# serial_bit_source_flat

Fig. 1: serial_bit_source_flat, clock distribution
Bar = 20 um.
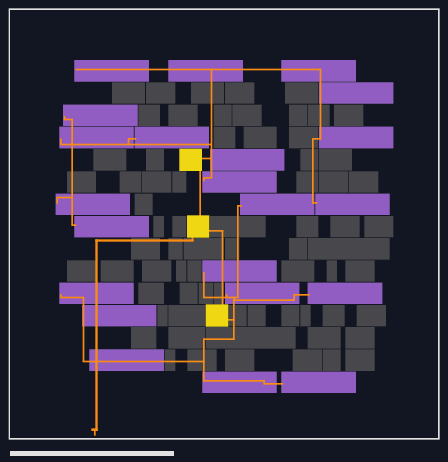

### config.mk
export PLATFORM = sky130hd
export DESIGN_NAME = serial_bit_source_flat
export DESIGN_NICKNAME = d
export VERILOG_FILES = /design/src/rtl/serial_bit_source_pkg.sv /design/src/rtl/serial_bit_source_if.sv /design/src/rtl/serial_bit_source_piso_shift_reg.sv /design/src/rtl/serial_bit_source.sv /design/src/flat_wrapper.sv
export SDC_FILE = /design/constraint.sdc
export NUM_CORES = 1
export LEC_CHECK = 0
export ABC_AREA = 0
export CAP_MARGIN = 20
export CORE_MARGIN = 5
export CORE_UTILIZATION = 55
export CTS_CLUSTER_DIAMETER = 80
export CTS_CLUSTER_SIZE = 40
export DETAILED_ROUTE_END_ITERATION = 10
export GPL_TIMING_DRIVEN = 0
export PLACE_DENSITY = 0.81
export SETUP_SLACK_MARGIN = 0.4
export SYNTH_ARGS = -nofsm -noshare
export SYNTH_HDL_FRONTEND = slang
export SYNTH_SLANG_ARGS = --single-unit
### constraint.sdc
create_clock -name clk -period 5.5 [get_ports clk]
set_input_delay 1.65 -clock clk [delete_from_list [all_inputs] [get_ports clk]]
set_output_delay 1.65 -clock clk [all_outputs]
set_load 0.02 [all_outputs]
### src/rtl/serial_bit_source_pkg.sv
// Shared constants for the serial bit source.
// State encodings and default word width.
package serial_bit_source_pkg;

  localparam int DEFAULT_WIDTH = 8;

  localparam logic [0:0] ST_IDLE  = 1'b0;
  localparam logic [0:0] ST_SHIFT = 1'b1;

endpackage

### src/rtl/serial_bit_source_if.sv
// Word-in / bit-out bundle for the serial bit source.
// master drives words, slave emits the serial stream.
interface serial_bit_source_if
  import serial_bit_source_pkg::*;
#(
  parameter int WIDTH = DEFAULT_WIDTH
) ();

  logic             load;
  logic [WIDTH-1:0] din;
  logic             ready;
  logic             x;
  logic             valid;
  logic             done;

  modport master (
    output load, din,
    input  ready, x, valid, done
  );

  modport slave (
    input  load, din,
    output ready, x, valid, done
  );

endinterface

### src/rtl/serial_bit_source_piso_shift_reg.sv
// Parallel-in serial-out register.
// so_d_o is the bit that will be at the head after this edge.
module piso_shift_reg #(
  parameter int WIDTH     = 8,
  parameter bit MSB_FIRST = 1'b1
) (
  input  logic             clk,
  input  logic             rst,
  input  logic             load_i,
  input  logic             shift_i,
  input  logic [WIDTH-1:0] din_i,
  output logic             so_d_o
);

  logic [WIDTH-1:0] sreg_q;
  logic [WIDTH-1:0] sreg_d;
  logic [WIDTH-1:0] shifted;

  always_comb begin
    if (MSB_FIRST) begin
      shifted = {sreg_q[WIDTH-2:0], 1'b0};
    end else begin
      shifted = {1'b0, sreg_q[WIDTH-1:1]};
    end
    sreg_d = sreg_q;
    if (load_i) begin
      sreg_d = din_i;
    end else if (shift_i) begin
      sreg_d = shifted;
    end
  end

  assign so_d_o = MSB_FIRST ? sreg_d[WIDTH-1] : sreg_d[0];

  always_ff @(posedge clk or negedge rst) begin
    if (!rst) begin
      sreg_q <= '0;
    end else begin
      sreg_q <= sreg_d;
    end
  end

endmodule

### src/rtl/serial_bit_source.sv
// Word-to-bitstream source with a one-word holding buffer.
// x/valid/done are registered from the next-state view.
module serial_bit_source
  import serial_bit_source_pkg::*;
#(
  parameter int WIDTH      = DEFAULT_WIDTH,
  parameter bit MSB_FIRST  = 1'b1,
  parameter bit IDLE_LEVEL = 1'b0
) (
  input logic clk,
  input logic rst,
  serial_bit_source_if.slave bus
);

  localparam int CW = $clog2(WIDTH);
  localparam logic [CW-1:0] LAST = CW'(WIDTH - 1);

  logic [0:0]       state_q, state_d;
  logic             full_q, full_d;
  logic [WIDTH-1:0] hold_q, hold_d;
  logic [CW-1:0]    cnt_q, cnt_d;
  logic             x_q, x_d;
  logic             valid_q, valid_d;
  logic             done_q, done_d;

  logic             ld_sr;
  logic             sh_sr;
  logic [WIDTH-1:0] ld_data;
  logic             nxt_bit;
  logic             last;
  logic             rdy;

  assign last = (cnt_q == LAST);
  assign rdy  = (state_q == ST_IDLE) | ~full_q;

  always_comb begin
    state_d = state_q;
    full_d  = full_q;
    hold_d  = hold_q;
    cnt_d   = cnt_q;
    ld_sr   = 1'b0;
    sh_sr   = 1'b0;
    ld_data = bus.din;
    unique case (state_q)
      ST_IDLE: begin
        if (bus.load) begin
          ld_sr   = 1'b1;
          cnt_d   = '0;
          state_d = ST_SHIFT;
        end
      end
      ST_SHIFT: begin
        // buffered word wins over a same-edge offer
        unique case (1'b1)
          !last: begin
            sh_sr = 1'b1;
            cnt_d = cnt_q + 1'b1;
            if (bus.load && rdy) begin
              hold_d = bus.din;
              full_d = 1'b1;
            end
          end
          last && full_q: begin
            ld_sr   = 1'b1;
            ld_data = hold_q;
            full_d  = 1'b0;
            cnt_d   = '0;
          end
          last && !full_q && bus.load: begin
            ld_sr = 1'b1;
            cnt_d = '0;
          end
          default: begin
            state_d = ST_IDLE;
            cnt_d   = '0;
          end
        endcase
      end
      default: state_d = ST_IDLE;
    endcase
  end

  always_comb begin
    valid_d = (state_d == ST_SHIFT);
    x_d     = valid_d ? nxt_bit : IDLE_LEVEL;
    done_d  = valid_d && (cnt_d == LAST);
  end

  piso_shift_reg #(
    .WIDTH     (WIDTH),
    .MSB_FIRST (MSB_FIRST)
  ) u_piso (
    .clk     (clk),
    .rst     (rst),
    .load_i  (ld_sr),
    .shift_i (sh_sr),
    .din_i   (ld_data),
    .so_d_o  (nxt_bit)
  );

  always_ff @(posedge clk or negedge rst) begin
    if (!rst) begin
      state_q <= ST_IDLE;
      full_q  <= 1'b0;
      hold_q  <= '0;
      cnt_q   <= '0;
      x_q     <= IDLE_LEVEL;
      valid_q <= 1'b0;
      done_q  <= 1'b0;
    end else begin
      state_q <= state_d;
      full_q  <= full_d;
      hold_q  <= hold_d;
      cnt_q   <= cnt_d;
      x_q     <= x_d;
      valid_q <= valid_d;
      done_q  <= done_d;
    end
  end

  assign bus.ready = rdy;
  assign bus.x     = x_q;
  assign bus.valid = valid_q;
  assign bus.done  = done_q;

endmodule

### src/flat_wrapper.sv
// flat-port wrapper written by rule: the top's interface ports become plain ports
module serial_bit_source_flat import serial_bit_source_pkg::*;
#(
  parameter int WIDTH      = DEFAULT_WIDTH,
  parameter bit MSB_FIRST  = 1'b1,
  parameter bit IDLE_LEVEL = 1'b0
)
  (clk, rst, bus_load, bus_din, bus_ready, bus_x, bus_valid, bus_done);
  serial_bit_source_if #(.WIDTH(WIDTH)) bus_i ();
  input logic clk;
  input logic rst;
  input wire logic [$bits(bus_i.load)-1:0] bus_load;
  input wire logic [$bits(bus_i.din)-1:0] bus_din;
  output wire logic [$bits(bus_i.ready)-1:0] bus_ready;
  output wire logic [$bits(bus_i.x)-1:0] bus_x;
  output wire logic [$bits(bus_i.valid)-1:0] bus_valid;
  output wire logic [$bits(bus_i.done)-1:0] bus_done;
  assign bus_i.load = bus_load;
  assign bus_i.din = bus_din;
  assign bus_ready = bus_i.ready;
  assign bus_x = bus_i.x;
  assign bus_valid = bus_i.valid;
  assign bus_done = bus_i.done;
  serial_bit_source #(.WIDTH(WIDTH), .MSB_FIRST(MSB_FIRST), .IDLE_LEVEL(IDLE_LEVEL)) u_core (.clk(clk), .rst(rst), .bus(bus_i));
endmodule
# sample_conditioner

<file path="config.mk">
export PLATFORM = sky130hd
export DESIGN_NAME = sample_conditioner
export DESIGN_NICKNAME = d
export VERILOG_FILES = /design/src/rtl/sample_conditioner.sv
export SDC_FILE = /design/constraint.sdc
export NUM_CORES = 1
export LEC_CHECK = 0
export CAP_MARGIN = 40
export CELL_PAD_IN_SITES_DETAIL_PLACEMENT = 1
export CELL_PAD_IN_SITES_GLOBAL_PLACEMENT = 2
export CORE_MARGIN = 2
export CORE_UTILIZATION = 38
export CTS_CLUSTER_SIZE = 12
export DETAILED_ROUTE_END_ITERATION = 8
export PLACE_DENSITY = 0.81
export SYNTH_ARGS = -nofsm -noshare
export SYNTH_HDL_FRONTEND = slang
export SYNTH_SLANG_ARGS = --single-unit
</file>
<file path="constraint.sdc">
create_clock -name sysclk -period 3.6 [get_ports sysclk]
set_clock_uncertainty 0.15 [all_clocks]
set_input_delay 0.72 -clock sysclk [delete_from_list [all_inputs] [get_ports sysclk]]
set_output_delay 0.72 -clock sysclk [all_outputs]
set_load 0.02 [all_outputs]
</file>
<file path="src/rtl/sample_conditioner.sv">
// ============================================================================
// Module   : sample_conditioner
// Purpose  : Moving-average smoother, decaying peak meter and clip detector
//            for offset-binary ADC samples.
// Revision : 1.0 - initial release
// ============================================================================
`default_nettype none

module sample_conditioner #(
   parameter logic [9:0]  OFFSET     = 10'd512,
   parameter int          AVG_LOG2   = 2,
   parameter logic [15:0] PEAK_DECAY = 16'd1000,
   parameter logic [7:0]  CLIP_HOLD  = 8'd100
) (
   input  logic       sysclk,
   input  logic       reset,
   input  logic [9:0] data_in,
   input  logic       data_valid,
   output logic [9:0] data_out,
   output logic       out_valid,
   output logic [9:0] peak,
   output logic       clip
);

   localparam int N  = 1 << AVG_LOG2;
   localparam int SW = 10 + AVG_LOG2;
   localparam logic [SW-1:0] SUM_RST = {OFFSET, {AVG_LOG2{1'b0}}};

   logic [9:0]    hist [N];
   logic [SW-1:0] sum;
   logic          s1_valid;

   logic [9:0]    mag;
   logic [15:0]   decay_cnt;

   logic [7:0]    clip_cnt;
   logic [7:0]    clip_cnt_next;
   logic          clip_hit;

   // Stage 1: history shift and running sum. The sum is exact in SW bits,
   // so modular add/subtract never loses information.
   always_ff @(posedge sysclk) begin
      if (reset) begin
         for (int i = 0; i < N; i++) begin
            hist[i] <= OFFSET;
         end
         sum      <= SUM_RST;
         s1_valid <= 1'b0;
      end else begin
         s1_valid <= data_valid;
         if (data_valid) begin
            hist[0] <= data_in;
            for (int i = 1; i < N; i++) begin
               hist[i] <= hist[i-1];
            end
            sum <= sum + SW'(data_in) - SW'(hist[N-1]);
         end
      end
   end

   // Stage 2: divide by N with a plain truncating slice.
   always_ff @(posedge sysclk) begin
      if (reset) begin
         data_out  <= OFFSET;
         out_valid <= 1'b0;
      end else begin
         out_valid <= s1_valid;
         if (s1_valid) begin
            data_out <= sum[SW-1:AVG_LOG2];
         end
      end
   end

   always_comb begin
      mag = 10'd0;
      if (data_out >= OFFSET) begin
         mag = data_out - OFFSET;
      end else begin
         mag = OFFSET - data_out;
      end
   end

   // Stage 3: a new maximum always wins over a pending decay step.
   always_ff @(posedge sysclk) begin
      if (reset) begin
         peak      <= 10'd0;
         decay_cnt <= 16'd0;
      end else if (out_valid) begin
         if (mag > peak) begin
            peak      <= mag;
            decay_cnt <= 16'd0;
         end else if (decay_cnt == PEAK_DECAY - 16'd1) begin
            decay_cnt <= 16'd0;
            if (peak != 10'd0) begin
               peak <= peak - 10'd1;
            end
         end else begin
            decay_cnt <= decay_cnt + 16'd1;
         end
      end
   end

   always_comb begin
      clip_hit      = (data_in == 10'd0) || (data_in == 10'h3FF);
      clip_cnt_next = clip_cnt;
      if (clip_hit) begin
         clip_cnt_next = CLIP_HOLD;
      end else if (clip_cnt != 8'd0) begin
         clip_cnt_next = clip_cnt - 8'd1;
      end
   end

   // clip is derived from the next count so it follows the strobe by one cycle.
   always_ff @(posedge sysclk) begin
      if (reset) begin
         clip_cnt <= 8'd0;
         clip     <= 1'b0;
      end else if (data_valid) begin
         clip_cnt <= clip_cnt_next;
         clip     <= (clip_cnt_next != 8'd0);
      end
   end

endmodule

`default_nettype wire

</file>
# tcp_recv_check_engine

==> config.mk <==
export PLATFORM = sky130hd
export DESIGN_NAME = tcp_recv_check_engine
export DESIGN_NICKNAME = d
export VERILOG_FILES = /design/src/rtl/tcp_bench_pkg.sv /design/src/rtl/tcp_rx_pattern_checker.sv /design/src/rtl/tcp_recv_check_engine.sv
export SDC_FILE = /design/constraint.sdc
export NUM_CORES = 1
export LEC_CHECK = 0
export CAP_MARGIN = 20
export CORE_AREA = 4 4 570 572
export CTS_CLUSTER_SIZE = 14
export DETAILED_ROUTE_END_ITERATION = 8
export DIE_AREA = 0 0 574 576
export PLACE_DENSITY = 0.3
export SYNTH_ARGS = -nofsm -noshare
export SYNTH_HDL_FRONTEND = slang
export SYNTH_SLANG_ARGS = --single-unit
==> constraint.sdc <==
create_clock -name clk -period 6.73 [get_ports clk]
set_clock_uncertainty 0.1 [all_clocks]
set_input_delay 1.346 -clock clk [delete_from_list [all_inputs] [get_ports clk]]
set_output_delay 1.346 -clock clk [all_outputs]
set_load 0.02 [all_outputs]
==> src/rtl/tcp_bench_pkg.sv <==
// tcp_bench_pkg: shared constants, field offsets and FSM states for the TCP benchmark engines.
package tcp_bench_pkg;
  localparam int WORD_BYTES = 64;
  localparam int META_W = 48;
  localparam int SESS_LSB = 0;
  localparam int SESS_W = 16;
  localparam int LEN_LSB = 16;
  localparam int LEN_W = 32;
  localparam int CTRL_LEN = 1;
  localparam int CTRL_OPS = 2;
  localparam int CTRL_OFFSET = 3;
  localparam int CTRL_START = 7;
  localparam int START_BIT = 1;
  localparam int ST_CYCLES = 0;
  localparam int ST_NOTIFS = 1;
  localparam int ST_WORDS = 2;
  localparam int ST_ERRORS = 3;
  localparam int ST_FIRST_ERR = 4;
  localparam int ST_OPS_DONE = 5;
  localparam int ST_STATE = 6;
  localparam int ST_ZERO = 7;
  typedef enum logic [1:0] {IDLE = 2'd0, WAIT_NOTIF = 2'd1, ISSUE_REQ = 2'd2} state_e;
endpackage

==> src/rtl/tcp_rx_pattern_checker.sv <==
// tcp_rx_pattern_checker: compares each rx beat with word_idx + offset and tracks errors and completed transfers.
module tcp_rx_pattern_checker #(
  parameter int WORD_BYTES = 64
) (
  input  logic                    clk,
  input  logic                    rstn,
  input  logic                    i_clear,
  input  logic                    i_beat,
  input  logic [WORD_BYTES*8-1:0] i_data,
  input  logic [WORD_BYTES-1:0]   i_keep,
  input  logic [31:0]             i_offset,
  input  logic [31:0]             i_len,
  input  logic [31:0]             i_words,
  output logic [31:0]             o_errors,
  output logic [31:0]             o_first_err,
  output logic [31:0]             o_ops_done
);
  localparam int SH = $clog2(WORD_BYTES);
  logic [31:0] r_word_idx, r_errors, r_first_err, r_ops_done;
  logic r_seen;
  logic [WORD_BYTES*8-1:0] w_exp;
  logic [31:0] w_last_idx;
  logic w_mis, w_wrap;
  assign w_exp = {{(WORD_BYTES*8-32){1'b0}}, r_word_idx + i_offset};
  assign w_last_idx = (i_len >> SH) - 32'd1;
  assign w_wrap = r_word_idx == w_last_idx;
  // only bytes flagged by keep take part in the compare
  always_comb begin
    w_mis = 1'b0;
    for (int b = 0; b < WORD_BYTES; b++)
      w_mis = w_mis | (i_keep[b] & (i_data[b*8 +: 8] != w_exp[b*8 +: 8]));
  end
  always_ff @(posedge clk) begin
    if (!rstn || i_clear) begin
      r_word_idx  <= '0;
      r_errors    <= '0;
      r_first_err <= '1;
      r_seen      <= 1'b0;
      r_ops_done  <= '0;
    end else if (i_beat) begin
      r_word_idx <= w_wrap ? 32'd0 : r_word_idx + 32'd1;
      r_ops_done <= r_ops_done + {31'd0, w_wrap};
      if (w_mis) begin
        r_errors <= r_errors + 32'd1;
        if (!r_seen) begin
          r_first_err <= i_words;
          r_seen      <= 1'b1;
        end
      end
    end
  end
  assign o_errors    = r_errors;
  assign o_first_err = r_first_err;
  assign o_ops_done  = r_ops_done;
endmodule

==> src/rtl/tcp_recv_check_engine.sv <==
// tcp_recv_check_engine: accepts TOE notifications, issues read-package requests and checks rx data
// against the send engine's pattern, reporting counters through status registers.
module tcp_recv_check_engine #(
  parameter int WORD_BYTES = 64
) (
  input  logic                    clk,
  input  logic                    rstn,
  input  logic                    i_notif_valid,
  output logic                    o_notif_ready,
  input  logic [47:0]             i_notif_data,
  output logic                    o_read_valid,
  input  logic                    i_read_ready,
  output logic [47:0]             o_read_data,
  input  logic                    i_rx_meta_valid,
  output logic                    o_rx_meta_ready,
  input  logic [15:0]             i_rx_meta_data,
  input  logic                    i_rx_data_valid,
  output logic                    o_rx_data_ready,
  input  logic [WORD_BYTES*8-1:0] i_rx_data_data,
  input  logic [WORD_BYTES-1:0]   i_rx_data_keep,
  input  logic                    i_rx_data_last,
  input  logic [15:0][31:0]       i_control_reg,
  output logic [7:0][31:0]        o_status_reg
);
  import tcp_bench_pkg::*;
  logic [31:0] r_len, r_ops, r_offset;
  logic r_start, r_start_rr, r_armed;
  state_e r_state;
  logic [47:0] r_req_data;
  logic [31:0] r_cycles, r_notifs, r_words;
  logic [7:0][31:0] r_status;
  logic [31:0] w_errors, w_first_err, w_ops_done;
  logic w_start, w_notif_hs, w_read_hs, w_done, w_unused;
  assign w_start         = r_start & ~r_start_rr;
  assign o_notif_ready   = (r_state == WAIT_NOTIF) & ~w_start;
  assign w_notif_hs      = i_notif_valid & o_notif_ready;
  assign o_read_valid    = r_state == ISSUE_REQ;
  assign o_read_data     = r_req_data;
  assign w_read_hs       = o_read_valid & i_read_ready;
  assign w_done          = (r_ops != 32'd0) & (w_ops_done == r_ops);
  assign o_rx_meta_ready = 1'b1;
  assign o_rx_data_ready = 1'b1;
  assign o_status_reg    = r_status;
  assign w_unused = ^{i_rx_meta_valid, i_rx_meta_data, i_rx_data_last, i_control_reg[0], i_control_reg[6:4],
                      i_control_reg[7][31:2], i_control_reg[7][0], i_control_reg[15:8]};
  always_ff @(posedge clk) begin
    if (!rstn) begin
      r_len      <= '0;
      r_ops      <= '0;
      r_offset   <= '0;
      r_start    <= 1'b0;
      r_start_rr <= 1'b0;
    end else begin
      r_len      <= i_control_reg[CTRL_LEN];
      r_ops      <= i_control_reg[CTRL_OPS];
      r_offset   <= i_control_reg[CTRL_OFFSET];
      r_start    <= i_control_reg[CTRL_START][START_BIT];
      r_start_rr <= r_start;
    end
  end
  // a start edge overrides any pending request
  always_ff @(posedge clk) begin
    if (!rstn) begin
      r_state    <= IDLE;
      r_req_data <= '0;
    end else if (w_start) begin
      r_state <= WAIT_NOTIF;
    end else if (w_notif_hs) begin
      r_req_data <= i_notif_data;
      r_state    <= (i_notif_data[LEN_LSB +: LEN_W] != 32'd0) ? ISSUE_REQ : WAIT_NOTIF;
    end else if (w_read_hs) begin
      r_state <= w_done ? IDLE : WAIT_NOTIF;
    end
  end
  always_ff @(posedge clk) begin
    if (!rstn) begin
      r_armed  <= 1'b0;
      r_cycles <= '0;
      r_notifs <= '0;
      r_words  <= '0;
    end else if (w_start) begin
      r_armed  <= 1'b1;
      r_cycles <= '0;
      r_notifs <= '0;
      r_words  <= '0;
    end else begin
      r_cycles <= r_cycles + {31'd0, r_armed & ~w_done};
      r_notifs <= r_notifs + {31'd0, w_notif_hs};
      r_words  <= r_words + {31'd0, i_rx_data_valid};
    end
  end
  tcp_rx_pattern_checker #(.WORD_BYTES(WORD_BYTES)) u_checker (
    .clk        (clk),
    .rstn       (rstn),
    .i_clear    (w_start),
    .i_beat     (i_rx_data_valid),
    .i_data     (i_rx_data_data),
    .i_keep     (i_rx_data_keep),
    .i_offset   (r_offset),
    .i_len      (r_len),
    .i_words    (r_words),
    .o_errors   (w_errors),
    .o_first_err(w_first_err),
    .o_ops_done (w_ops_done)
  );
  always_ff @(posedge clk) begin
    if (!rstn) begin
      r_status               <= '0;
      r_status[ST_FIRST_ERR] <= '1;
    end else begin
      r_status[ST_CYCLES]    <= r_cycles;
      r_status[ST_NOTIFS]    <= r_notifs;
      r_status[ST_WORDS]     <= r_words;
      r_status[ST_ERRORS]    <= w_errors;
      r_status[ST_FIRST_ERR] <= w_first_err;
      r_status[ST_OPS_DONE]  <= w_ops_done;
      r_status[ST_STATE]     <= {30'd0, r_state};
      r_status[ST_ZERO]      <= '0;
    end
  end
endmodule


==> layout pictures side by side <==
Wiring by layer.
Only two layers are drawn.
image #1
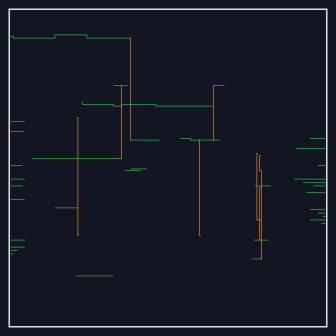
image #2
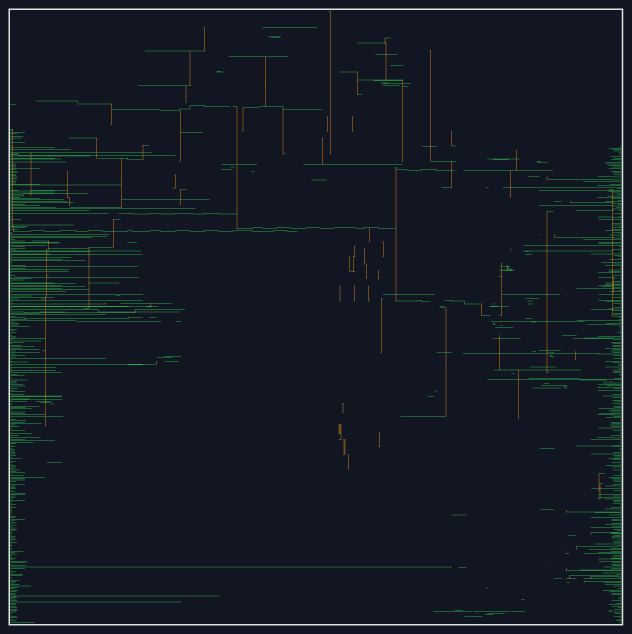
image #3
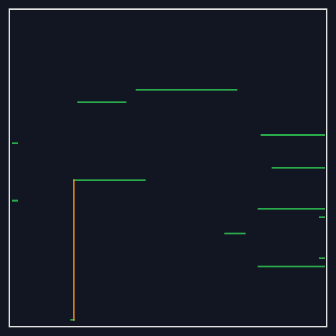
image #2: tcp_recv_check_engine
image #1: sample_conditioner
image #3: serial_bit_source_flat
The one with the least wire is image #3.
The one with the most wire is image #2.

Fig. 2: tcp_recv_check_engine, power grid
Bar = 200 um. Pins as bars on the die edge.
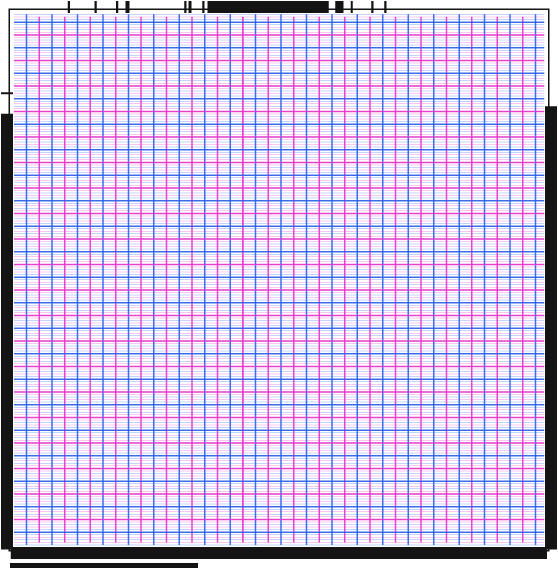
Key: magenta = VDD; blue = VSS
41 straps on met4. 41 straps on met5. The core has 208 rows. 1467 signal pins sit on the boundary. 209 met1 rails follow the rows.

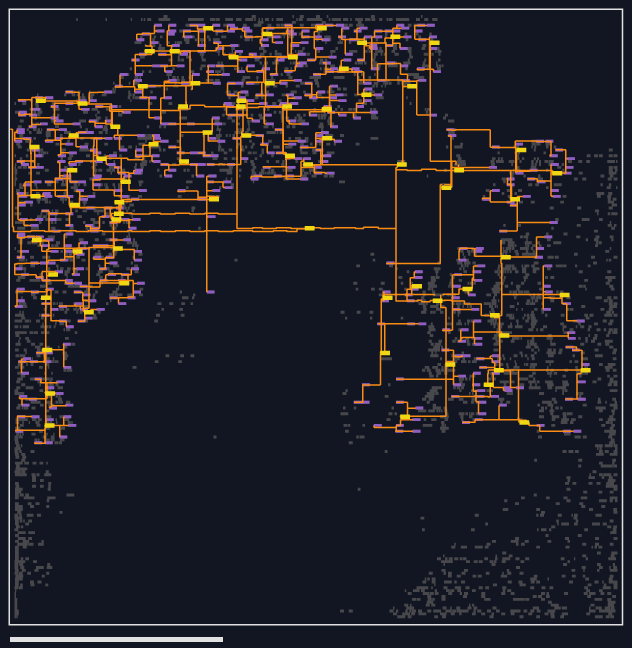
Fig. 3. Clock distribution (tcp_recv_check_engine).
Bar = 200 um.
Key: orange = clock wires [length 11400 um]; purple = flip-flops [count 562]; yellow = clock-net drivers [count 74]
There are 75 routed clock nets.

==> results.py, tcp_recv_check_engine <==
# Physical implementation metrics
metrics = {
    "status": {
        "status": "finished clean",
    },
    "clock_tree": {
        "clock_latency_ns": 0.66,
    },
    "finish": {
        "regArea_um2": 11300,
        "final-instance-count-excl-fill": 8050,
    },
    "worst_setup_path": {
        "crit_family": "simple AND/OR/NAND/NOR gates",
        "cp-end-kind": "register",
        "reg2reg_to": "u_checker.o_ops_done[31]",
    },
    "global_route": {
        "grt_busiest_layer": "met2",
        "gr-usage-all-layers_pct": 9.40,
        "grt_pass1_wl_um": 216000,
    },
    "sta": {
        "period_minus_slack_ns": 6.00,
    },
    "power_and_ir_drop": {
        "power-top-group": "the clock network",
        "clkPwrFrac_pct": 48.5,
    },
    "flow_run": {
        "max_cap_viol_count": 0,
    },
    "placement": {
        "placed_cells": 7898,
    },
}
-- tcp_recv_check_engine: kinds of logic after synthesis --
group	after synthesis	share of synthesized area [%]
xor+xnor	237	8.24
buf+inv	198	4.26
compound gates	340	8.94
simple gates	1366	28.8
other cells	2	0.0298
flops	562	44.7
mux	73	2.92
fa+ha+maj	43	2.17
-- tcp_recv_check_engine: cell type report --
class	instances	area share [%]
clock buffer	111	5.14
sequential	562	26.6
clock inverter	22	0.936
timing repair buffer	993	23.5
antenna	19	0.113
multi-input combinational	2123	31.1
inverter	20	0.178
tap	4200	12.4
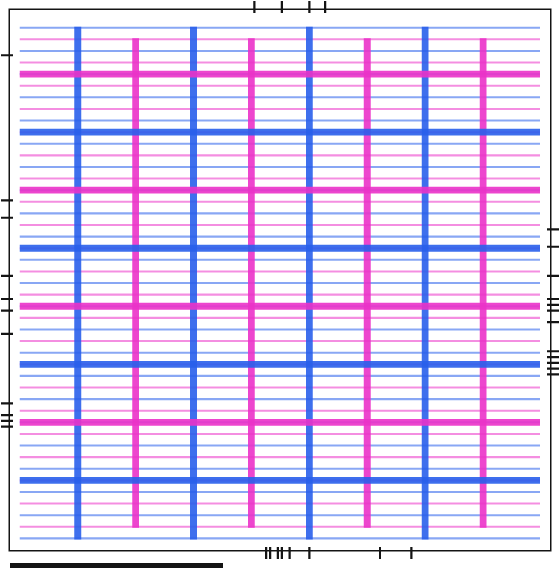
Fig. 4. Power grid (sample_conditioner).
Bar = 50 um. Pins as bars on the die edge.
Key: blue = VSS; magenta = VDD
8 straps on met4. The core has 44 rows.

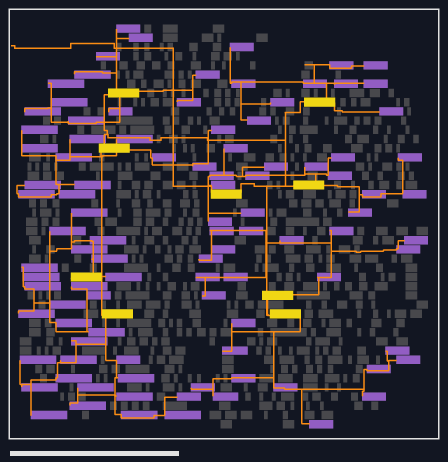
Fig. 5. Clock distribution (sample_conditioner).
Bar = 50 um.
Key: purple = flip-flops [count 99]; orange = clock wires [length 1410 um]; yellow = clock-net drivers [count 9]
Position of the flops: widely spread.

==> results.py, sample_conditioner <==
# Physical implementation metrics
metrics = {
    "logic_synthesis": {
        "largest_area_cell": "edfxtp_1",
        "yosys_area_um2": 5710,
        "flop_cell": "dfxtp_1",
        "async_flop_share_pct": 0,
        "synth_area_per_cell_um2": 9.22,
        "syn_inst": 619,
    },
    "worst_setup_path": {
        "path_cells": "nor4_4 -> nor2b_4 -> nand2_1 -> nor4_1 -> buf_4 -> ha_1 -> nand4_1 -> a211oi_2 -> a2111o_1 -> a21oi_2 -> buf_4 -> and4_1 -> a311o_1",
        "worst-path-stages": 13,
        "startpoint": "data_out[2]",
    },
    "clock_tree": {
        "ctsHoldBuffers": 0,
        "cts_setup_buffers": 0,
        "numCtsBuffers": 9,
        "cts_resized": 1,
        "cts-root-buf": "clkbuf_16",
    },
    "finish": {
        "final_cell_mix": "67 x inv_1, 57 x nor2_1, 57 x dfxtp_1",
        "nFlopsAndLatches": 99,
        "final_nets": 732,
    },
    "global_route": {
        "grt_max_degree": 42,
    },
    "status": {
        "status": "finished clean",
    },
    "sta": {
        "fin_ws_ns": 0.204,
        "final.period_utilization_pct": 94.3,
    },
    "power_and_ir_drop": {
        "seq_cell_power_w": 0.00150,
    },
    "route": {
        "routed-via-count": 4684,
    },
    "worst_hold_path": {
        "holdPathEnd": "sum[1]",
    },
    "floorplanning": {
        "die-height_um": 127,
    },
}
-- sample_conditioner: Yosys cell counts, types with 5 or more instances --
cell and instances:
nand4_1 14, nor4_1 15, nor3_1 13, a21o_1 9, a32o_1 8, edfxtp_1 40, inv_1 67, xnor2_1 8
o31ai_1 5, a21oi_1 29, mux2i_1 14, ha_1 27, nor2b_1 5, nor2_1 57, dfxtp_1 59, nand2_1 35
a31oi_1 7, and2_1 29, clkbuf_1 20, a211oi_1 9, nand2b_1 9, and3_1 5, xor2_1 12, o21ai_0 26
fa_1 10, nand3_1 20
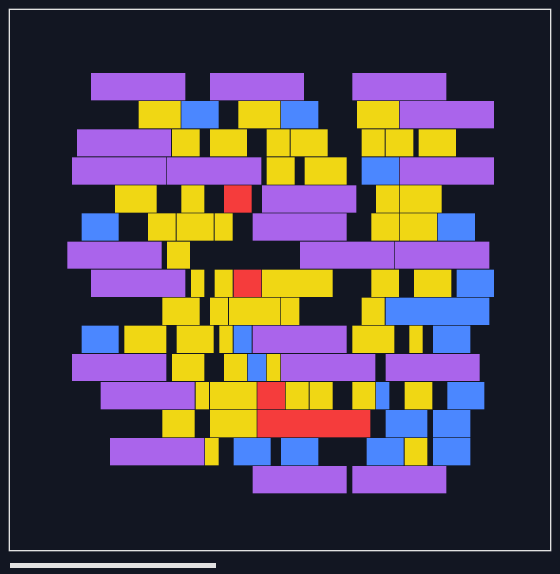
Fig. 6. Cells coloured by class (serial_bit_source_flat).
Bar = 20 um.
Key: blue = remaining buffers and delay cells [cells 19]; purple = registers [cells 22]; yellow = remaining logic cells [cells 50]; red = clock drivers and dummy loads [cells 4]

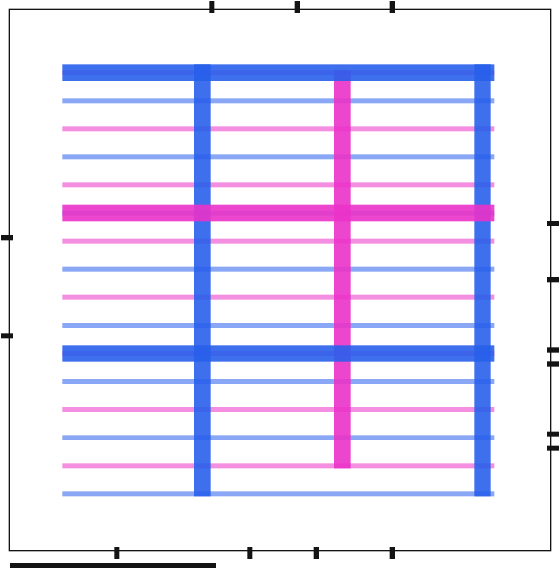
Fig. 7. Power grid (serial_bit_source_flat).
Bar = 20 um. Pins as bars on the die edge.
Key: blue = VSS; magenta = VDD
3 straps on met4. The core has 15 rows. 15 signal pins sit on the boundary. 3 straps on met5. 16 met1 rails follow the rows.

Notes on Fig. 1 above:
Key: orange = clock wires [length 244 um]; yellow = clock-net drivers [count 3]; purple = flip-flops [count 22]
There are 4 routed clock nets.

==> results.py, serial_bit_source_flat <==
# Physical implementation metrics
metrics = {
    "floorplanning": {
        "floorplan.die.width_um": 52.3,
    },
    "clock_tree": {
        "clock_latency_ns": 0.30,
    },
    "flow_run": {
        "warnings": 26,
        "max_cap_viol_count": 0,
    },
    "power_and_ir_drop": {
        "vdd_ir_drop_max_mv": 0.363,
    },
    "placement": {
        "dp_hpwl_um": 1240,
    },
    "finish": {
        "design_area_um2": 1240,
        "filler_cell_count": 124,
        "final_nets": 109,
    },
    "logic_synthesis": {
        "top_cell": "dfrtp_1",
        "netlist_top_cells_area": "dfrtp_1 56%, mux2_2 9.1%, mux2i_1 7.1%",
        "synth_top_area_share_pct": 55.9,
    },
    "sta": {
        "final.period_utilization_pct": 63.3,
        "fmax_ghz": 0.287,
    },
    "worst_setup_path": {
        "worstPathRequired_ns": 3.85,
        "setup.worst_path.end": "bus_ready",
    },
    "worst_hold_path": {
        "holdPathEnd": "u_core.bus.done",
    },
    "status": {
        "status": "finished clean",
    },
}
## serial_bit_source_flat: area by class of cell
type	instances	area (um2)	area share (%)
clock buffers	3	22.5	1.82
multi-input cells	50	409	33.1
repair buffers	15	168	13.6
clock inverters	1	30.0	2.43
flip-flops and latches	22	551	44.5
plain buffers	4	25.0	2.02
well taps	25	31.3	2.53
## serial_bit_source_flat: report_power, final
group / switching (W) / internal, W
sequential: 0.0000448 / 0.000236
clock: 0.0000484 / 0.0000736
combinational: 0.0000986 / 0.000123


==> layout pictures side by side <==
Cell placement.
(a)
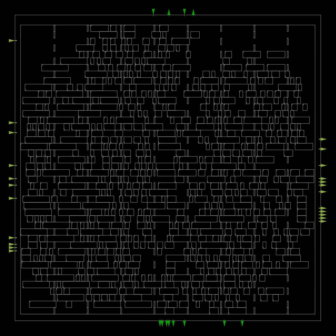
(b)
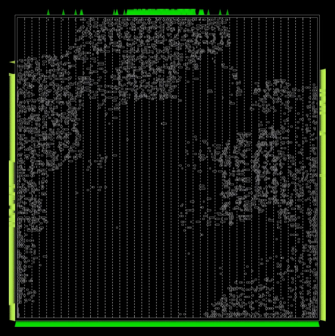
(c)
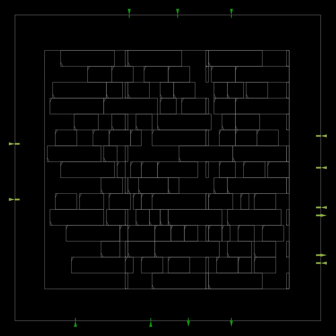
Of these, highest utilization: (c)
Of these, lowest utilization: (b)
tcp_recv_check_engine -> (b)
serial_bit_source_flat -> (c)
sample_conditioner -> (a)

Power is estimated from default activity; no workload was simulated.
